# ---- chunked_lzc_sequencer ----
`src/rtl/chunked_lzc_sequencer.sv`:
```
// Multi-cycle leading-zero counter: scans one chunk per cycle from the MSB.
// Optional abort input enabled by defining CHUNKED_LZC_ABORT_EN.
module chunked_lzc_sequencer #(
    parameter int DATA_WIDTH  = 64,
    parameter int CHUNK_WIDTH = 8
) (
    input  logic                          clk,
    input  logic                          rst_n,
    input  logic                          in_valid,
    output logic                          in_ready,
    input  logic [DATA_WIDTH-1:0]         in_data,
    output logic                          out_valid,
    input  logic                          out_ready,
`ifdef CHUNKED_LZC_ABORT_EN
    input  logic                          abort,
`endif
    output logic [$clog2(DATA_WIDTH):0]   out_cnt,
    output logic                          out_zero
);

    localparam int NUM_CHUNKS = DATA_WIDTH / CHUNK_WIDTH;
    localparam int CW         = $clog2(DATA_WIDTH) + 1;
    localparam int IW         = $clog2(NUM_CHUNKS);

    typedef enum logic [1:0] {
        IDLE = 2'd0,
        SCAN = 2'd1,
        DONE = 2'd2
    } state_e;

    state_e                 state_q, state_d;
    logic [DATA_WIDTH-1:0]  data_q, data_d;
    logic [IW-1:0]          idx_q, idx_d;
    logic [CW-1:0]          acc_q, acc_d;
    logic [CW-1:0]          cnt_q, cnt_d;
    logic                   zero_q, zero_d;
    logic                   abort_w;
    logic [CHUNK_WIDTH-1:0] slice;

`ifdef CHUNKED_LZC_ABORT_EN
    assign abort_w = abort;
`else
    assign abort_w = 1'b0;
`endif

    function automatic logic [CW-1:0] slice_lz(input logic [CHUNK_WIDTH-1:0] s);
        logic [CW-1:0] n;
        logic          found;
        n     = '0;
        found = 1'b0;
        for (int i = CHUNK_WIDTH - 1; i >= 0; i--) begin
            if (!found) begin
                if (s[i]) found = 1'b1;
                else      n     = n + CW'(1);
            end
        end
        return n;
    endfunction

    // The captured word is shifted left on every zero chunk, so the
    // chunk under inspection always sits in the top bits.
    assign slice = data_q[DATA_WIDTH-1 -: CHUNK_WIDTH];

    always_comb begin
        state_d = state_q;
        data_d  = data_q;
        idx_d   = idx_q;
        acc_d   = acc_q;
        cnt_d   = cnt_q;
        zero_d  = zero_q;
        unique case (state_q)
            IDLE: begin
                if (in_valid && !abort_w) begin
                    data_d  = in_data;
                    idx_d   = '0;
                    acc_d   = '0;
                    state_d = SCAN;
                end
            end
            SCAN: begin
                if (abort_w) begin
                    state_d = IDLE;
                end else if (slice != '0) begin
                    cnt_d   = acc_q + slice_lz(slice);
                    zero_d  = 1'b0;
                    state_d = DONE;
                end else if (idx_q == IW'(NUM_CHUNKS - 1)) begin
                    cnt_d   = CW'(DATA_WIDTH);
                    zero_d  = 1'b1;
                    state_d = DONE;
                end else begin
                    acc_d   = acc_q + CW'(CHUNK_WIDTH);
                    idx_d   = idx_q + IW'(1);
                    data_d  = data_q << CHUNK_WIDTH;
                end
            end
            DONE: begin
                if (abort_w || out_ready) state_d = IDLE;
            end
            default: state_d = IDLE;
        endcase
    end

    always_ff @(posedge clk) begin
        if (!rst_n) begin
            state_q <= IDLE;
            data_q  <= '0;
            idx_q   <= '0;
            acc_q   <= '0;
            cnt_q   <= '0;
            zero_q  <= 1'b0;
        end else begin
            state_q <= state_d;
            data_q  <= data_d;
            idx_q   <= idx_d;
            acc_q   <= acc_d;
            cnt_q   <= cnt_d;
            zero_q  <= zero_d;
        end
    end

    assign in_ready  = (state_q == IDLE) && !abort_w;
    assign out_valid = (state_q == DONE);
    assign out_cnt   = cnt_q;
    assign out_zero  = zero_q;

endmodule

```
`config.mk`:
```
export PLATFORM = sky130hd
export DESIGN_NAME = chunked_lzc_sequencer
export DESIGN_NICKNAME = d
export VERILOG_FILES = /design/src/rtl/chunked_lzc_sequencer.sv
export SDC_FILE = /design/constraint.sdc
export NUM_CORES = 1
export LEC_CHECK = 0
export ABC_AREA = 1
export CAP_MARGIN = 10
export CORE_ASPECT_RATIO = 0.7
export CORE_UTILIZATION = 43
export CTS_CLUSTER_SIZE = 8
export DETAILED_ROUTE_END_ITERATION = 10
export MAX_ROUTING_LAYER = met4
export PLACE_DENSITY_LB_ADDON = 0.08
export SETUP_SLACK_MARGIN = 0.05
export SLEW_MARGIN = 20
export SYNTH_ARGS = -nofsm -noshare
export SYNTH_HDL_FRONTEND = slang
export SYNTH_SLANG_ARGS = --single-unit
```
`constraint.sdc`:
```
create_clock -name clk -period 5.79 [get_ports clk]
set_clock_uncertainty 0.15 [all_clocks]
set_input_delay 1.158 -clock clk [delete_from_list [all_inputs] [get_ports clk]]
set_output_delay 1.158 -clock clk [all_outputs]
set_load 0.02 [all_outputs]
```
# ---- icache_req_arb ----
[src/rtl/icache_req_arb.sv]
// ICache request arbiter: demand vs prefetch onto one ICache port; optional prefetch path under ICACHE_ARB_PREFETCH_EN.
// Latency: requests and responses pass through combinationally, one request outstanding at a time.
// Backpressure: ready_o follows ic_req_ready_i for the winner only; responses are never buffered.

package config_pkg;
    typedef struct packed {
        int unsigned VLEN;
        int unsigned ILEN;
        int unsigned INSTR_PER_FETCH;
    } cfg_t;

    localparam cfg_t EmptyCfg = '{VLEN: 32, ILEN: 32, INSTR_PER_FETCH: 4};
endpackage

module icache_req_arb #(
    parameter config_pkg::cfg_t Cfg          = config_pkg::EmptyCfg,
    parameter int unsigned      STARVE_LIMIT = 4
) (
    input  logic                                      clk,
    input  logic                                      rst_n,
    input  logic                                      dmd_req_valid_i,
    output logic                                      dmd_req_ready_o,
    input  logic [Cfg.VLEN-1:0]                       dmd_req_addr_i,
    output logic                                      dmd_rsp_valid_o,
    output logic [Cfg.INSTR_PER_FETCH*Cfg.ILEN-1:0]   dmd_rsp_data_o,
    input  logic                                      pf_req_valid_i,
    output logic                                      pf_req_ready_o,
    input  logic [Cfg.VLEN-1:0]                       pf_req_addr_i,
    output logic                                      pf_done_o,
    output logic                                      ic_req_valid_o,
    input  logic                                      ic_req_ready_i,
    output logic [Cfg.VLEN-1:0]                       ic_req_addr_o,
    input  logic                                      ic_rsp_valid_i,
    input  logic [Cfg.INSTR_PER_FETCH*Cfg.ILEN-1:0]   ic_rsp_data_i,
    input  logic                                      flush_i
);

    localparam int unsigned VLEN = Cfg.VLEN;

    typedef enum logic [1:0] {
        S_IDLE     = 2'd0,
        S_WAIT_RSP = 2'd1,
        S_DRAIN    = 2'd2
    } state_t;

    state_t state;
    logic   owner;

    logic idle_ok;
    logic pf_ic;
    logic pf_acc_filt;
    logic dmd_ic;
    logic dmd_grant;
    logic pf_grant;
    logic rsp_here;

    // Gating with rst_n keeps every request-side output low while reset is held.
    assign idle_ok = rst_n && (state == S_IDLE) && !flush_i;

`ifdef ICACHE_ARB_PREFETCH_EN
    localparam int unsigned GRP_LSB = $clog2(Cfg.INSTR_PER_FETCH * Cfg.ILEN / 8);
    localparam logic [3:0]  LIMIT   = 4'(STARVE_LIMIT);

    logic [3:0]              starve_cnt;
    logic [VLEN-1-GRP_LSB:0] last_grp;
    logic                    last_grp_vld;
    logic                    starved;
    logic                    pf_filt;
    logic                    pf_sel;

    assign starved     = (starve_cnt == LIMIT);
    assign pf_filt     = last_grp_vld && (pf_req_addr_i[VLEN-1:GRP_LSB] == last_grp);
    assign pf_sel      = pf_req_valid_i && (!dmd_req_valid_i || starved);
    assign pf_ic       = pf_sel && !pf_filt;
    // A filtered prefetch retires without touching the ICache, so a demand may still use the port.
    assign pf_acc_filt = idle_ok && pf_sel && pf_filt;

    always_ff @(posedge clk or negedge rst_n) begin
        if (!rst_n) begin
            starve_cnt   <= 4'd0;
            last_grp     <= '0;
            last_grp_vld <= 1'b0;
        end else begin
            if (pf_grant || pf_acc_filt) begin
                starve_cnt <= 4'd0;
            end else if (dmd_grant && pf_req_valid_i && !starved) begin
                starve_cnt <= starve_cnt + 4'd1;
            end

            if (flush_i) begin
                last_grp_vld <= 1'b0;
            end else if (dmd_grant) begin
                last_grp_vld <= 1'b1;
                last_grp     <= dmd_req_addr_i[VLEN-1:GRP_LSB];
            end
        end
    end
`else
    logic unused_pf;

    assign unused_pf   = ^{pf_req_valid_i, pf_req_addr_i, STARVE_LIMIT};
    assign pf_ic       = 1'b0;
    assign pf_acc_filt = 1'b0;
`endif

    assign dmd_ic    = dmd_req_valid_i && !pf_ic;
    assign dmd_grant = idle_ok && dmd_ic && ic_req_ready_i;
    assign pf_grant  = idle_ok && pf_ic && ic_req_ready_i;
    assign rsp_here  = (state == S_WAIT_RSP) && ic_rsp_valid_i;

    assign ic_req_valid_o  = idle_ok && (dmd_ic || pf_ic);
    assign ic_req_addr_o   = pf_ic ? pf_req_addr_i : dmd_req_addr_i;
    assign dmd_req_ready_o = dmd_grant;
    assign pf_req_ready_o  = pf_grant || pf_acc_filt;

    // A flush landing with the demand response kills it in the same cycle.
    assign dmd_rsp_valid_o = rsp_here && !owner && !flush_i;
    assign dmd_rsp_data_o  = ic_rsp_data_i;
    assign pf_done_o       = pf_acc_filt || (rsp_here && owner);

    always_ff @(posedge clk or negedge rst_n) begin
        if (!rst_n) begin
            state <= S_IDLE;
            owner <= 1'b0;
        end else begin
            case (state)
                S_IDLE: begin
                    if (dmd_grant || pf_grant) begin
                        state <= S_WAIT_RSP;
                        owner <= pf_grant;
                    end
                end
                S_WAIT_RSP: begin
                    if (ic_rsp_valid_i) begin
                        state <= S_IDLE;
                    end else if (flush_i && !owner) begin
                        state <= S_DRAIN;
                    end
                end
                S_DRAIN: begin
                    if (ic_rsp_valid_i) begin
                        state <= S_IDLE;
                    end
                end
                default: begin
                    state <= S_IDLE;
                end
            endcase
        end
    end

endmodule

[config.mk]
export PLATFORM = sky130hd
export DESIGN_NAME = icache_req_arb
export DESIGN_NICKNAME = d
export VERILOG_FILES = /design/src/rtl/icache_req_arb.sv
export SDC_FILE = /design/constraint.sdc
export NUM_CORES = 1
export LEC_CHECK = 0
export CORE_AREA = 5 5 138 140
export DETAILED_ROUTE_END_ITERATION = 6
export DIE_AREA = 0 0 143 145
export PLACE_DENSITY = 0.52
export RECOVER_POWER = 25
export SKIP_CTS_REPAIR_TIMING = 1
export SLEW_MARGIN = 20
export SYNTH_ARGS = -nofsm -noshare
export SYNTH_HDL_FRONTEND = slang
export SYNTH_SLANG_ARGS = --single-unit
[constraint.sdc]
create_clock -name clk -period 1 [get_ports clk]
set_input_delay 0.15 -clock clk [delete_from_list [all_inputs] [get_ports clk]]
set_output_delay 0.15 -clock clk [all_outputs]
set_load 0.02 [all_outputs]
# ---- dem_tree_sched ----
===== config.mk =====
export PLATFORM = sky130hd
export DESIGN_NAME = dem_tree_sched
export DESIGN_NICKNAME = d
export VERILOG_FILES = /design/src/rtl/dem_pkg.sv /design/src/rtl/dem_split_core.sv /design/src/rtl/dem_tree_sched.sv
export SDC_FILE = /design/constraint.sdc
export NUM_CORES = 1
export LEC_CHECK = 0
export ABC_AREA = 1
export CORE_ASPECT_RATIO = 0.8
export CORE_UTILIZATION = 51
export CTS_BUF_LIST = sky130_fd_sc_hd__clkbuf_8
export DETAILED_ROUTE_END_ITERATION = 8
export PLACE_DENSITY = 0.71
export SETUP_SLACK_MARGIN = 0.5
export SLEW_MARGIN = 5
export SYNTH_ARGS = -nofsm -noshare
export SYNTH_HDL_FRONTEND = slang
export SYNTH_SLANG_ARGS = --single-unit

===== constraint.sdc =====
create_clock -name clk -period 12 [get_ports clk]
set_input_delay 2.4 -clock clk [delete_from_list [all_inputs] [get_ports clk]]
set_output_delay 2.4 -clock clk [all_outputs]
set_load 0.01 [all_outputs]

===== src/rtl/dem_pkg.sv =====
// dem_pkg: shared types and constants for the tree DEM scheduler and its split core.
package dem_pkg;
  typedef enum logic [2:0] {S_IDLE, S_ROOT, S_LEFT, S_RIGHT, S_DONE} state_t;
  localparam int N_ROOT = 0;
  localparam int N_LEFT = 1;
  localparam int N_RIGHT = 2;
  localparam int DEF_L_ROOT = 4;
  localparam int DEF_L_LEAF = 2;
  typedef struct packed {
    logic [5:0] vd;
    logic [1:0] lfd;
    logic [1:0] lod;
  } node_st_t;
endpackage


===== src/rtl/dem_split_core.sv =====
// dem_split_core: combinational split of one tree node into Gama/Beta with dithered first-order shaping.
module dem_split_core (
  input  logic [5:0] v,
  input  logic [5:0] vd,
  input  logic [1:0] lfd,
  input  logic [1:0] lod,
  input  logic [1:0] dither,
  input  logic [5:0] l,
  output logic [3:0] gama,
  output logic [4:0] beta,
  output logic [1:0] lf,
  output logic [1:0] lo
);
  logic [5:0] w_vdiff, w_ka;
  logic [2:0] w_ld;
  logic       w_sel;
  always_comb begin
    w_vdiff = v - vd;
    w_sel = w_vdiff[0] ^ l[0];
    lf = lfd - lod;
    w_ld = {dither[1], dither} + {lf[1], lf};
    lo = w_sel ? (w_ld[2] ? 2'b11 : 2'b01) : 2'b00;
    w_ka = {{4{lo[1]}}, lo} + l + w_vdiff;
    gama = 4'(w_ka >> 1);
    beta = v[4:0] - {1'b0, gama};
  end
endmodule


===== src/rtl/dem_tree_sched.sv =====
// dem_tree_sched: time-shares one split core over the root and two leaf nodes,
// producing four group counts per accepted thermometer code.
module dem_tree_sched
  import dem_pkg::*;
#(
  parameter logic [15:0] LFSR_SEED = 16'hACE1,
  parameter int          L_ROOT    = DEF_L_ROOT,
  parameter int          L_LEAF    = DEF_L_LEAF
) (
  input  logic       clk,
  input  logic       rstn,
  input  logic       in_valid,
  output logic       in_ready,
  input  logic [5:0] in_code,
  input  logic       cfg_dither_en,
  output logic       out_valid,
  input  logic       out_ready,
  output logic [3:0] q0,
  output logic [3:0] q1,
  output logic [3:0] q2,
  output logic [3:0] q3,
  output logic       err_ovr
);
  state_t     r_state, w_next;
  node_st_t   r_bank [3];
  node_st_t   w_cur;
  logic [15:0] r_lfsr;
  logic [4:0] r_code, r_rb;
  logic [3:0] r_rg;
  logic [1:0] w_node, w_dither, w_lf, w_lo;
  logic [5:0] w_v, w_l;
  logic [3:0] w_gama;
  logic [4:0] w_beta;
  logic       w_accept, w_eval, w_fb;

  always_ff @(posedge clk or negedge rstn)
    if (!rstn) r_state <= S_IDLE;
    else r_state <= w_next;

  always_comb begin
    w_next = r_state;
    unique case (r_state)
      S_IDLE:  w_next = w_accept ? S_ROOT : S_IDLE;
      S_ROOT:  w_next = S_LEFT;
      S_LEFT:  w_next = S_RIGHT;
      S_RIGHT: w_next = S_DONE;
      S_DONE:  w_next = w_accept ? S_ROOT : (out_ready ? S_IDLE : S_DONE);
      default: w_next = S_IDLE;
    endcase
  end

  always_comb begin
    in_ready = (r_state == S_IDLE) | ((r_state == S_DONE) & out_ready);
    out_valid = r_state == S_DONE;
    w_accept = in_valid & in_ready;
    w_eval = (r_state == S_ROOT) | (r_state == S_LEFT) | (r_state == S_RIGHT);
    w_node = (r_state == S_LEFT) ? 2'(N_LEFT) : (r_state == S_RIGHT) ? 2'(N_RIGHT) : 2'(N_ROOT);
    w_v = (r_state == S_ROOT) ? {1'b0, r_code} : (r_state == S_LEFT) ? {2'b0, r_rg} : {1'b0, r_rb};
    w_l = (r_state == S_ROOT) ? 6'(L_ROOT) : 6'(L_LEAF);
    w_dither = cfg_dither_en ? (r_lfsr[0] ? 2'b11 : 2'b01) : 2'b00;
    w_cur = r_bank[w_node];
    w_fb = r_lfsr[15] ^ r_lfsr[13] ^ r_lfsr[12] ^ r_lfsr[10];
  end

  dem_split_core u_core (
    .v      (w_v),
    .vd     (w_cur.vd),
    .lfd    (w_cur.lfd),
    .lod    (w_cur.lod),
    .dither (w_dither),
    .l      (w_l),
    .gama   (w_gama),
    .beta   (w_beta),
    .lf     (w_lf),
    .lo     (w_lo)
  );

  // Root results are parked in r_rg/r_rb and become the leaf inputs on the next two cycles.
  always_ff @(posedge clk or negedge rstn)
    if (!rstn) begin
      r_code <= '0;
      r_rg <= '0;
      r_rb <= '0;
      r_lfsr <= LFSR_SEED;
      for (int i = 0; i < 3; i++) r_bank[i] <= '0;
      q0 <= '0;
      q1 <= '0;
      q2 <= '0;
      q3 <= '0;
      err_ovr <= 1'b0;
    end else begin
      if (w_accept) begin
        r_code <= (in_code > 6'd16) ? 5'd16 : in_code[4:0];
        err_ovr <= err_ovr | (in_code > 6'd16);
      end
      if (w_eval) begin
        r_bank[w_node] <= '{vd: w_v, lfd: w_lf, lod: w_lo};
        r_lfsr <= {r_lfsr[14:0], w_fb};
      end
      if (r_state == S_ROOT) begin
        r_rg <= w_gama;
        r_rb <= w_beta;
      end
      if (r_state == S_LEFT) begin
        q0 <= w_gama;
        q1 <= w_beta[3:0];
      end
      if (r_state == S_RIGHT) begin
        q2 <= w_gama;
        q3 <= w_beta[3:0];
      end
    end
endmodule


# ---- if_stage_flat ----
$ cat src/rtl/if_stage_if.sv
// if_stage_if: bundle between the instruction-fetch stage, the next-PC
// calculator/hazard unit, the instruction memory and the decode stage.
//   next_PC, stall, flush : control into the fetch stage
//   im_addr / im_rdata    : instruction-memory word index and read data
//   PC_F, PC4_F           : current fetch PC and PC+4
//   instr_D, PC_D, PC4_D, PC8_D, valid_D, adel_D : IF/ID register contents
// master = surrounding pipeline / memory, slave = if_stage.
interface if_stage_if #(
  parameter int AW = 12
);
  logic [31:0]   next_PC;
  logic          stall;
  logic          flush;
  logic [AW-1:0] im_addr;
  logic [31:0]   im_rdata;
  logic [31:0]   PC_F;
  logic [31:0]   PC4_F;
  logic [31:0]   instr_D;
  logic [31:0]   PC_D;
  logic [31:0]   PC4_D;
  logic [31:0]   PC8_D;
  logic          valid_D;
  logic          adel_D;

  modport master (
    output next_PC, stall, flush, im_rdata,
    input  im_addr, PC_F, PC4_F, instr_D, PC_D, PC4_D, PC8_D, valid_D, adel_D
  );

  modport slave (
    input  next_PC, stall, flush, im_rdata,
    output im_addr, PC_F, PC4_F, instr_D, PC_D, PC4_D, PC8_D, valid_D, adel_D
  );
endinterface

$ cat src/rtl/if_stage.sv
// if_stage: instruction-fetch stage of the five-stage MIPS pipeline.
// Holds the PC register and the IF/ID pipeline register, drives the
// instruction-memory word index, flags illegal fetch addresses and hands
// the fetched instruction with PC, PC+4, PC+8 to decode.
// Ports:
//   clk   : pipeline clock, rising-edge
//   reset : asynchronous, active-low reset
//   bus   : if_stage_if slave modport (control, memory port, IF/ID outputs)
module if_stage #(
  parameter logic [31:0] RESET_PC = 32'h0000_3000,
  parameter logic [31:0] IM_BASE  = 32'h0000_3000,
  parameter int unsigned IM_WORDS = 4096
) (
  input logic        clk,
  input logic        reset,
  if_stage_if.slave  bus
);

  localparam int unsigned AW = $clog2(IM_WORDS);

  // 33-bit bounds so that IM_BASE + 4*IM_WORDS cannot wrap to zero.
  localparam logic [32:0] IM_LO = {1'b0, IM_BASE};
  localparam logic [32:0] IM_HI = IM_LO + (33'(IM_WORDS) << 2);

  logic [31:0] pc_q, pc_d;
  logic [31:0] instr_q, instr_d;
  logic [31:0] pcd_q, pcd_d;
  logic [31:0] pc4d_q, pc4d_d;
  logic [31:0] pc8d_q, pc8d_d;
  logic        valid_q, valid_d;
  logic        adel_q, adel_d;

  logic [32:0] pc_ext_s;
  logic        illegal_s;
  logic [31:0] fetch_word_s;

  assign pc_ext_s  = {1'b0, pc_q};
  assign illegal_s = (pc_q[1:0] != 2'b00) || (pc_ext_s < IM_LO) || (pc_ext_s >= IM_HI);

  // The index is driven even for illegal PCs; that data is simply discarded.
  assign bus.im_addr = AW'((pc_q - IM_BASE) >> 2);

  // Illegal fetches become a NOP (sll $0,$0,0).
  assign fetch_word_s = illegal_s ? 32'h0000_0000 : bus.im_rdata;

  assign bus.PC_F    = pc_q;
  assign bus.PC4_F   = pc_q + 32'd4;
  assign bus.instr_D = instr_q;
  assign bus.PC_D    = pcd_q;
  assign bus.PC4_D   = pc4d_q;
  assign bus.PC8_D   = pc8d_q;
  assign bus.valid_D = valid_q;
  assign bus.adel_D  = adel_q;

  // PC next-state: hold on stall, otherwise take the calculator's next_PC.
  always_comb begin
    pc_d = pc_q;
    if (bus.stall) begin
      pc_d = pc_q;
    end else begin
      pc_d = bus.next_PC;
    end
  end

  // IF/ID next-state: stall beats flush so a delay-slot instruction survives.
  always_comb begin
    instr_d = instr_q;
    pcd_d   = pcd_q;
    pc4d_d  = pc4d_q;
    pc8d_d  = pc8d_q;
    valid_d = valid_q;
    adel_d  = adel_q;
    if (bus.stall) begin
      instr_d = instr_q;
    end else if (bus.flush) begin
      instr_d = 32'h0000_0000;
      pcd_d   = pc_q;
      pc4d_d  = pc_q + 32'd4;
      pc8d_d  = pc_q + 32'd8;
      valid_d = 1'b0;
      adel_d  = 1'b0;
    end else begin
      instr_d = fetch_word_s;
      pcd_d   = pc_q;
      pc4d_d  = pc_q + 32'd4;
      pc8d_d  = pc_q + 32'd8;
      valid_d = 1'b1;
      adel_d  = illegal_s;
    end
  end

  // PC register.
  always_ff @(posedge clk or negedge reset) begin
    if (!reset) begin
      pc_q <= RESET_PC;
    end else begin
      pc_q <= pc_d;
    end
  end

  // IF/ID pipeline register.
  always_ff @(posedge clk or negedge reset) begin
    if (!reset) begin
      instr_q <= 32'h0000_0000;
      pcd_q   <= RESET_PC;
      pc4d_q  <= RESET_PC + 32'd4;
      pc8d_q  <= RESET_PC + 32'd8;
      valid_q <= 1'b0;
      adel_q  <= 1'b0;
    end else begin
      instr_q <= instr_d;
      pcd_q   <= pcd_d;
      pc4d_q  <= pc4d_d;
      pc8d_q  <= pc8d_d;
      valid_q <= valid_d;
      adel_q  <= adel_d;
    end
  end

endmodule

$ cat src/flat_wrapper.sv
// flat-port wrapper written by rule: the top's interface ports become plain ports
module if_stage_flat 
#(
  parameter logic [31:0] RESET_PC = 32'h0000_3000,
  parameter logic [31:0] IM_BASE  = 32'h0000_3000,
  parameter int unsigned IM_WORDS = 4096
)
  (clk, reset, bus_next_PC, bus_stall, bus_flush, bus_im_rdata, bus_im_addr, bus_PC_F, bus_PC4_F, bus_instr_D, bus_PC_D, bus_PC4_D, bus_PC8_D, bus_valid_D, bus_adel_D);
  if_stage_if bus_i ();
  input logic clk;
  input logic reset;
  input wire logic [$bits(bus_i.next_PC)-1:0] bus_next_PC;
  input wire logic [$bits(bus_i.stall)-1:0] bus_stall;
  input wire logic [$bits(bus_i.flush)-1:0] bus_flush;
  input wire logic [$bits(bus_i.im_rdata)-1:0] bus_im_rdata;
  output wire logic [$bits(bus_i.im_addr)-1:0] bus_im_addr;
  output wire logic [$bits(bus_i.PC_F)-1:0] bus_PC_F;
  output wire logic [$bits(bus_i.PC4_F)-1:0] bus_PC4_F;
  output wire logic [$bits(bus_i.instr_D)-1:0] bus_instr_D;
  output wire logic [$bits(bus_i.PC_D)-1:0] bus_PC_D;
  output wire logic [$bits(bus_i.PC4_D)-1:0] bus_PC4_D;
  output wire logic [$bits(bus_i.PC8_D)-1:0] bus_PC8_D;
  output wire logic [$bits(bus_i.valid_D)-1:0] bus_valid_D;
  output wire logic [$bits(bus_i.adel_D)-1:0] bus_adel_D;
  assign bus_i.next_PC = bus_next_PC;
  assign bus_i.stall = bus_stall;
  assign bus_i.flush = bus_flush;
  assign bus_i.im_rdata = bus_im_rdata;
  assign bus_im_addr = bus_i.im_addr;
  assign bus_PC_F = bus_i.PC_F;
  assign bus_PC4_F = bus_i.PC4_F;
  assign bus_instr_D = bus_i.instr_D;
  assign bus_PC_D = bus_i.PC_D;
  assign bus_PC4_D = bus_i.PC4_D;
  assign bus_PC8_D = bus_i.PC8_D;
  assign bus_valid_D = bus_i.valid_D;
  assign bus_adel_D = bus_i.adel_D;
  if_stage #(.RESET_PC(RESET_PC), .IM_BASE(IM_BASE), .IM_WORDS(IM_WORDS)) u_core (.clk(clk), .reset(reset), .bus(bus_i));
endmodule
$ cat config.mk
export PLATFORM = sky130hd
export DESIGN_NAME = if_stage_flat
export DESIGN_NICKNAME = d
export VERILOG_FILES = /design/src/rtl/if_stage_if.sv /design/src/rtl/if_stage.sv /design/src/flat_wrapper.sv
export SDC_FILE = /design/constraint.sdc
export NUM_CORES = 1
export LEC_CHECK = 0
export ABC_AREA = 1
export ABC_CLOCK_PERIOD_IN_PS = 3190
export CORE_ASPECT_RATIO = 0.7
export CORE_MARGIN = 2
export CORE_UTILIZATION = 50
export CTS_BUF_LIST = sky130_fd_sc_hd__clkbuf_4 sky130_fd_sc_hd__clkbuf_8
export DETAILED_ROUTE_END_ITERATION = 8
export PLACE_DENSITY = 0.87
export SLEW_MARGIN = 20
export SYNTH_ARGS = -nofsm -noshare
export SYNTH_HDL_FRONTEND = slang
export SYNTH_SLANG_ARGS = --single-unit
$ cat constraint.sdc
create_clock -name clk -period 3.19 [get_ports clk]
set_input_delay 0.638 -clock clk [delete_from_list [all_inputs] [get_ports clk]]
set_output_delay 0.638 -clock clk [all_outputs]
set_load 0.02 [all_outputs]
### Cells by drive strength, icache_req_arb

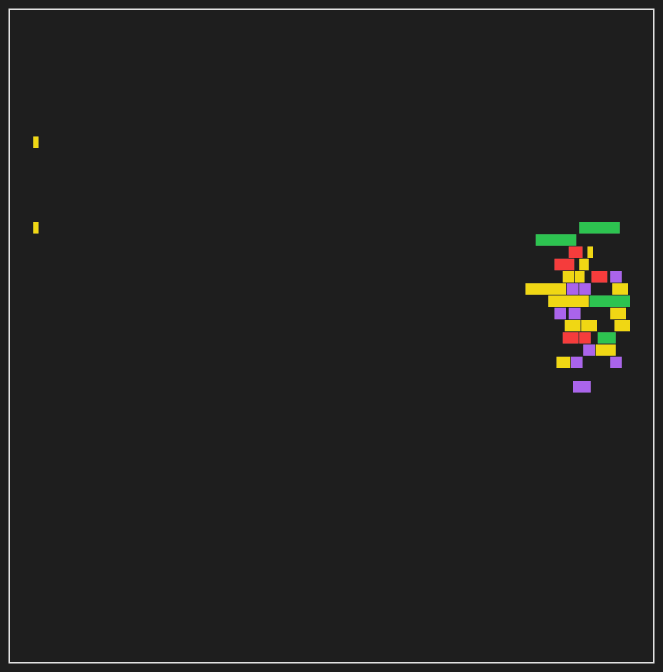
legend:
  x3 and x4:
    color: purple
    cells: 9
    share: 27%
  x2:
    color: red
    cells: 5
    share: 15%
  x1 and smaller:
    color: yellow
    cells: 15
    share: 45%
  x6 and larger:
    color: green
    cells: 4
    share: 12%
area delta synth->final: -52.2%
design area: 646 µm²

==> flow_metrics.env, icache_req_arb <==
# source this file to load flow results
export IMPL_status="finished, violations left"
export IMPL_violations="setup timing"
export IMPL_worstSetupStartpointType="register"
export IMPL_hold_viol=0
export IMPL_max_freq_mhz=756
export IMPL_cp_endpoint="dmd_rsp_valid_o"
export IMPL_die_y_um=145
export IMPL_finalSetupViolations=3
export IMPL_wl_met2_mm=1.13
export IMPL_cpMostUsedCell="buf_4"
export IMPL_std_cell_rows=49
export IMPL_area_leaders="buf_4 (90%), dfrtp_1 (3.7%), a211oi_2 (0.93%), nand2b_1 (0.93%), nor3_2 (0.74%)"
export IMPL_synthCells=176
export IMPL_rsz0062_at_grt="yes"
export IMPL_fin_ws_ns=-0.324
export IMPL_tns_ns=-0.938
export IMPL_post_synth_top_area_cell="buf_4"
export IMPL_grtUsageTotal_pct=2.83
export IMPL_synth_simple_area_share_pct=4.72
export IMPL_report_final_slew_viol_count=0
export IMPL_final_min_clock_period_ns=1.32
export IMPL_numClockSinks=2
export IMPL_nNonClkInverters=0
export IMPL_yosys_top_cells_count="buf_4 (162), dfrtp_1 (2), nand2b_1 (2)"
export IMPL_tool_warnings=60
export IMPL_synth_top_area_share_pct=90.0
export IMPL_largest_reg_flops=2
export IMPL_use_met3_pct=4.24
export IMPL_synth_cell_area_mm2=0.00135
export IMPL_numSynthFlops=2
export IMPL_first_iter_violations=10
export IMPL_maxUsedRoutingLayer="met4"
export IMPL_logic_area_um2=100
export IMPL_worst_path_max_fanout=3
export IMPL_grt_pass1_vias=543
export IMPL_cp_slowest_cell="dfrtp_1"
export IMPL_critPathLaunch="state[1]"
export IMPL_ys_warn_count=0
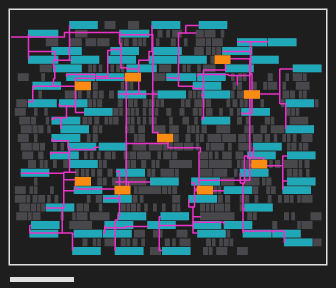
*Clock distribution, dem_tree_sched*
Bar = 20 µm.
legend:
  clock-net drivers:
    color: orange
    count: 9
  flip-flops:
    color: cyan
    count: 77
  clock wires:
    color: magenta
    length: 924 µm
flops lie: widely spread
routed clock nets: 10
clock latency on the worst-skew pair: 0.35 ns

### Signal metal coverage by tile, dem_tree_sched

20 x 16 tiles, from dark blue (low) to red (high), scaled to the fullest tile. Values are wire area over tile area, all layers added.
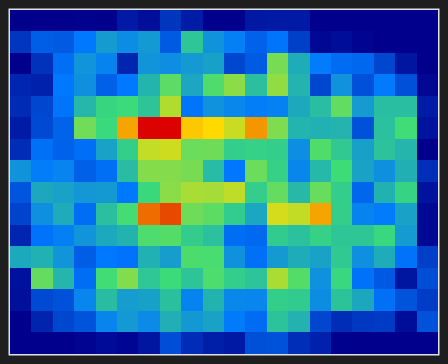
fullest tile: 0.51
tiles over half the peak: 16%
mean over tiles: 0.15
vias: 2,862
Routed WL per cell: 14.0 µm
wirelength, routed: 7.68 mm
global-route usage over all layers: 21.9%

==> flow_metrics.env, dem_tree_sched <==
# source this file to load flow results
export IMPL_tool_warnings=26
export IMPL_r2r_cells=33
export IMPL_fin_area_mm2=0.00437
export IMPL_grt_max_degree=78
export IMPL_ys_area_mm2=0.00383
export IMPL_sh_seq_area_pct=44.3
export IMPL_topCombFamilyByArea="simple AND/OR/NAND/NOR gates"
export IMPL_preCtsSetupSlack_ns=5.79
export IMPL_hold_viol=0
export IMPL_vias_per_cell=5.22
export IMPL_synthFlopType="dfrtp_1"
export IMPL_post_synth_top_area_cell="dfrtp_1"
export IMPL_logic_area_mm2=0.00165
export IMPL_status="completed"
export IMPL_yosys_area_share_aoi_pct=10.8
export IMPL_dr_pass1_iters=4
export IMPL_regMostFlops="r_bank"
export IMPL_routed_wl_met3_um=387
export IMPL_die_w_um=98.8
export IMPL_overflow=0
export IMPL_report_final_slew_viol_count=0
export IMPL_xor_share_pct=2.94
export IMPL_largest_class="sequential cells"
export IMPL_dpl_cell_area_mm2=0.00416
export IMPL_cp_slowest_cell="clkdlybuf4s50_1"
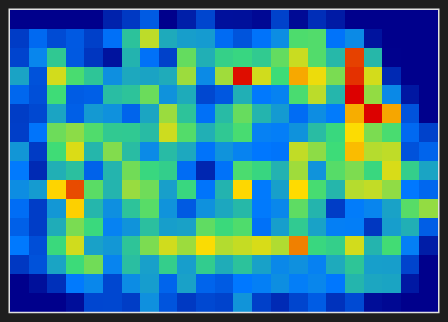
*Signal metal coverage by tile, chunked_lzc_sequencer*
23 x 16 tiles, from dark blue (low) to red (high), scaled to the fullest tile. Values are wire area over tile area, all layers added.
nearly empty tiles: 8.7%
fullest tile: 0.44
densest ninth of the die: middle right
tiles over half the peak: 24%
vias: 3,669
wirelength, routed: 9.11 mm

### Cells by drive strength, chunked_lzc_sequencer

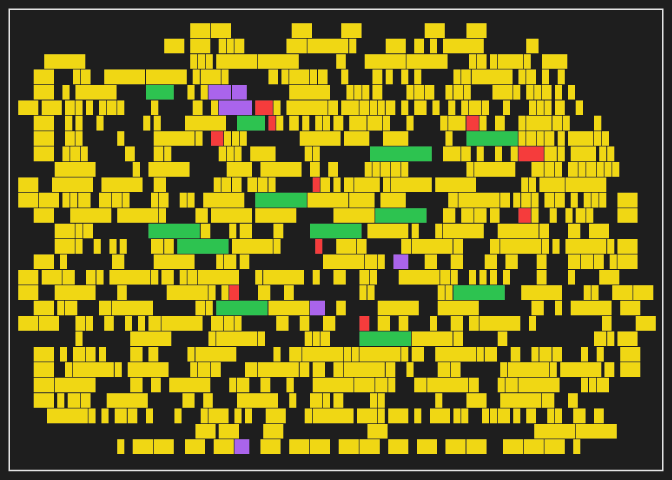
legend:
  x6 and larger:
    color: green
    cells: 12
    share: 2.0%
  x1 and smaller:
    color: yellow
    cells: 574
    share: 95%
  x2:
    color: red
    cells: 10
    share: 1.7%
  x3 and x4:
    color: purple
    cells: 6
    share: 1.0%
area delta synth->final: 28.2%
Signal buffers: 81
design area: 0.00493 mm²

==> flow_metrics.env, chunked_lzc_sequencer <==
# source this file to load flow results
export IMPL_hp_start="out_cnt[3]"
export IMPL_timing_reg2reg_setup_slack_ns=0.75
export IMPL_cp_data_arrival_time_ns=5.10
export IMPL_hold_viol=0
export IMPL_hold_worst_slack_ns=0.313
export IMPL_hold_path_class="register to register"
export IMPL_final_cells=722
export IMPL_synth_top_area_share_pct=42.1
export IMPL_die_area_mm2=0.00934
export IMPL_dp_cells=707
export IMPL_rsz0062_at_grt="no"
export IMPL_r2r_cells=26
export IMPL_xor_share_pct=0.455
export IMPL_io_pins=78
export IMPL_worst_path_max_fanout=4
export IMPL_synth_top_cell_by_count="nand2_1"
export IMPL_status="completed"
export IMPL_grtUsageTotal_pct=21.5
export IMPL_post_route_util_pct=57.5
export IMPL_max_freq_mhz=199
export IMPL_syn_area_per_cell_um2=7.16
export IMPL_overflow=0
export IMPL_crit_path_end_kind="register"
export IMPL_yosys_area_share_aoi_pct=22.4
export IMPL_ys_sh_adder_pct=4.22
export IMPL_regToRegStartpoint="data_q[62]"
export IMPL_cts_made_buffers=9
export IMPL_report_final_slew_viol_count=0
export IMPL_dp_hpwl_mm=6.12
export IMPL_hold_depth=2
export IMPL_critPathBufInv=4
export IMPL_required_ns=5.85
export IMPL_preCtsSetupSlack_ns=0.828
### Placed standard cells, if_stage_flat

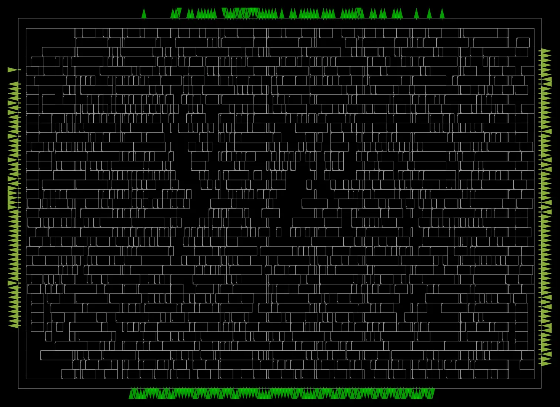
tap cells: 195
Core Rows: 37

### Cells by drive strength, if_stage_flat

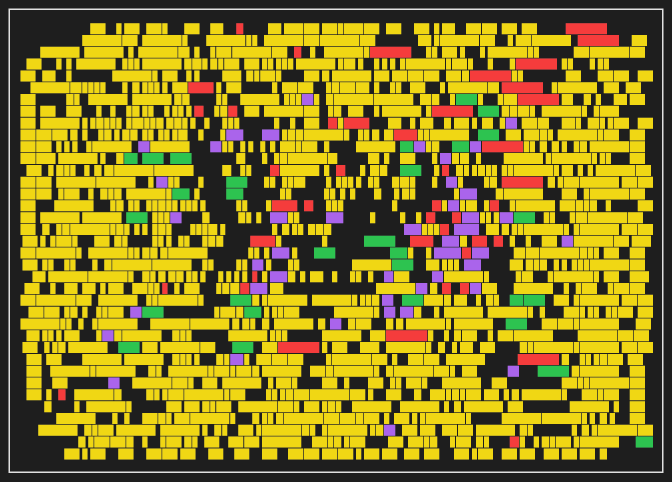
legend:
  x2:
    color: red
    cells: 43
    share: 3.6%
  x3 and x4:
    color: purple
    cells: 43
    share: 3.6%
  x6 and larger:
    color: green
    cells: 29
    share: 2.4%
  x1 and smaller:
    color: yellow
    cells: 1,087
    share: 90%
design area: 0.0108 mm²
area delta synth->final: 43.8%

==> flow_metrics.env, if_stage_flat <==
# source this file to load flow results
export IMPL_critPathBufInv=1
export IMPL_drive_gt1_share_pct=9.57
export IMPL_synth_nets=1002
export IMPL_vias_per_cell=5.27
export IMPL_ant_nets=0
export IMPL_synthFlopType="dfrtp_1"
export IMPL_cts_resized=24
export IMPL_area_leaders="dfrtp_1 (49%), nand2_1 (19%), o21ai_0 (5.7%), nand3_1 (3.5%), dfstp_2 (3.5%)"
export IMPL_status="completed"
export IMPL_max_freq_mhz=328
export IMPL_final_min_clock_period_ns=3.05
export IMPL_clock_area_share_pct=3.53
export IMPL_flops=157
export IMPL_yosys_top_cells_count="nand2_1 (379), dfrtp_1 (147), o21ai_0 (85), nor2_1 (62), inv_1 (57)"
export IMPL_fin_ws_ns=0.137
export IMPL_final_cells=1397
export IMPL_async_flop_share_pct=100
export IMPL_grtUsageTotal_pct=31.2
export IMPL_cts_max_path_buffers=2
export IMPL_timing_reg2reg_setup_slack_ns=1.26
export IMPL_report_final_slew_viol_count=0
export IMPL_tightest_slew_ns=0.717
export IMPL_overflow=0
export IMPL_comb_share_pct=28.4
export IMPL_required_ns=2.55
export IMPL_diodes=0
export IMPL_synth_cell_area_mm2=0.00747
export IMPL_lay_top_cells="nand2_1 (377), clkdlybuf4s50_1 (246), dfrtp_1 (144)"
export IMPL_numClockSinks=157
export IMPL_post_drt_wl_per_cell_um=17.4
export IMPL_hold_path_class="input port to async pin"
export IMPL_synth_top_area_share_pct=49.2
export IMPL_gp_congestion=1.01
export IMPL_rsz0062_at_grt="yes"


## Gallery

Placed standard cells.
(a)
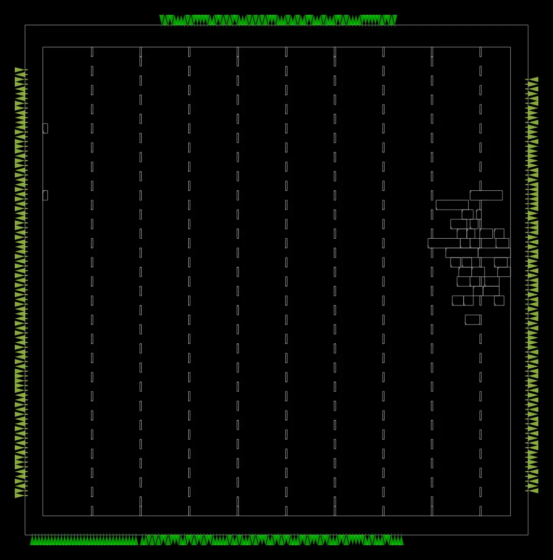
(b)
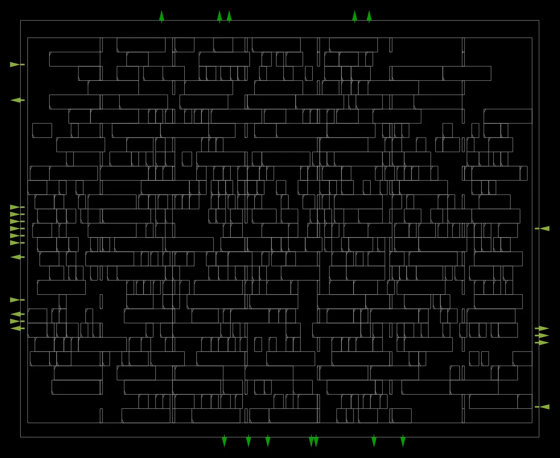
(c)
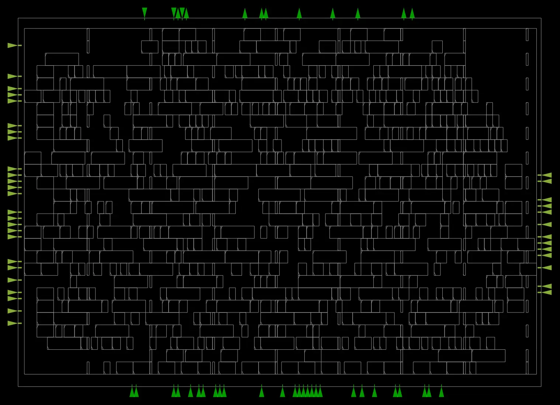
- lowest utilization: (a)
(b) is dem_tree_sched.
(c) is chunked_lzc_sequencer.
(a) is icache_req_arb.


==> screenshots <==
Clock distribution.
image #1
Bar = 20 µm.
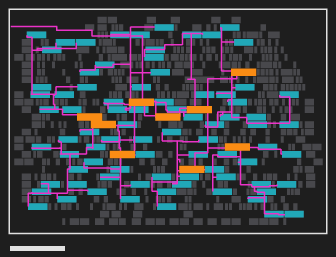
image #2
Bar = 50 µm.
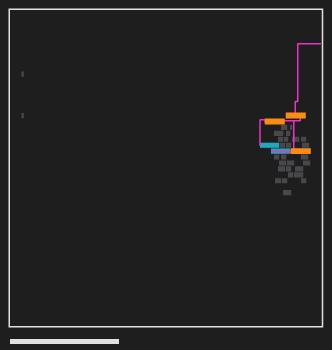
image #3
Bar = 50 µm.
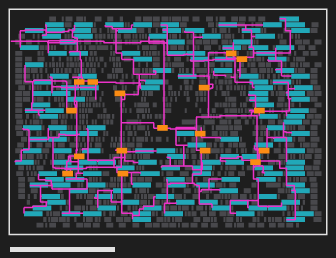
For if_stage_flat, see image #3.
For chunked_lzc_sequencer, see image #1.
For icache_req_arb, see image #2.
Of these, smallest die: image #1
Of these, fewest sequential cells: image #2

Key to image #1:
legend:
  flip-flops:
    color: cyan
    count: 81
  clock-net drivers:
    color: orange
    count: 9
  clock wires:
    color: magenta
    length: 968 µm
flops lie: widely spread
routed clock nets: 10

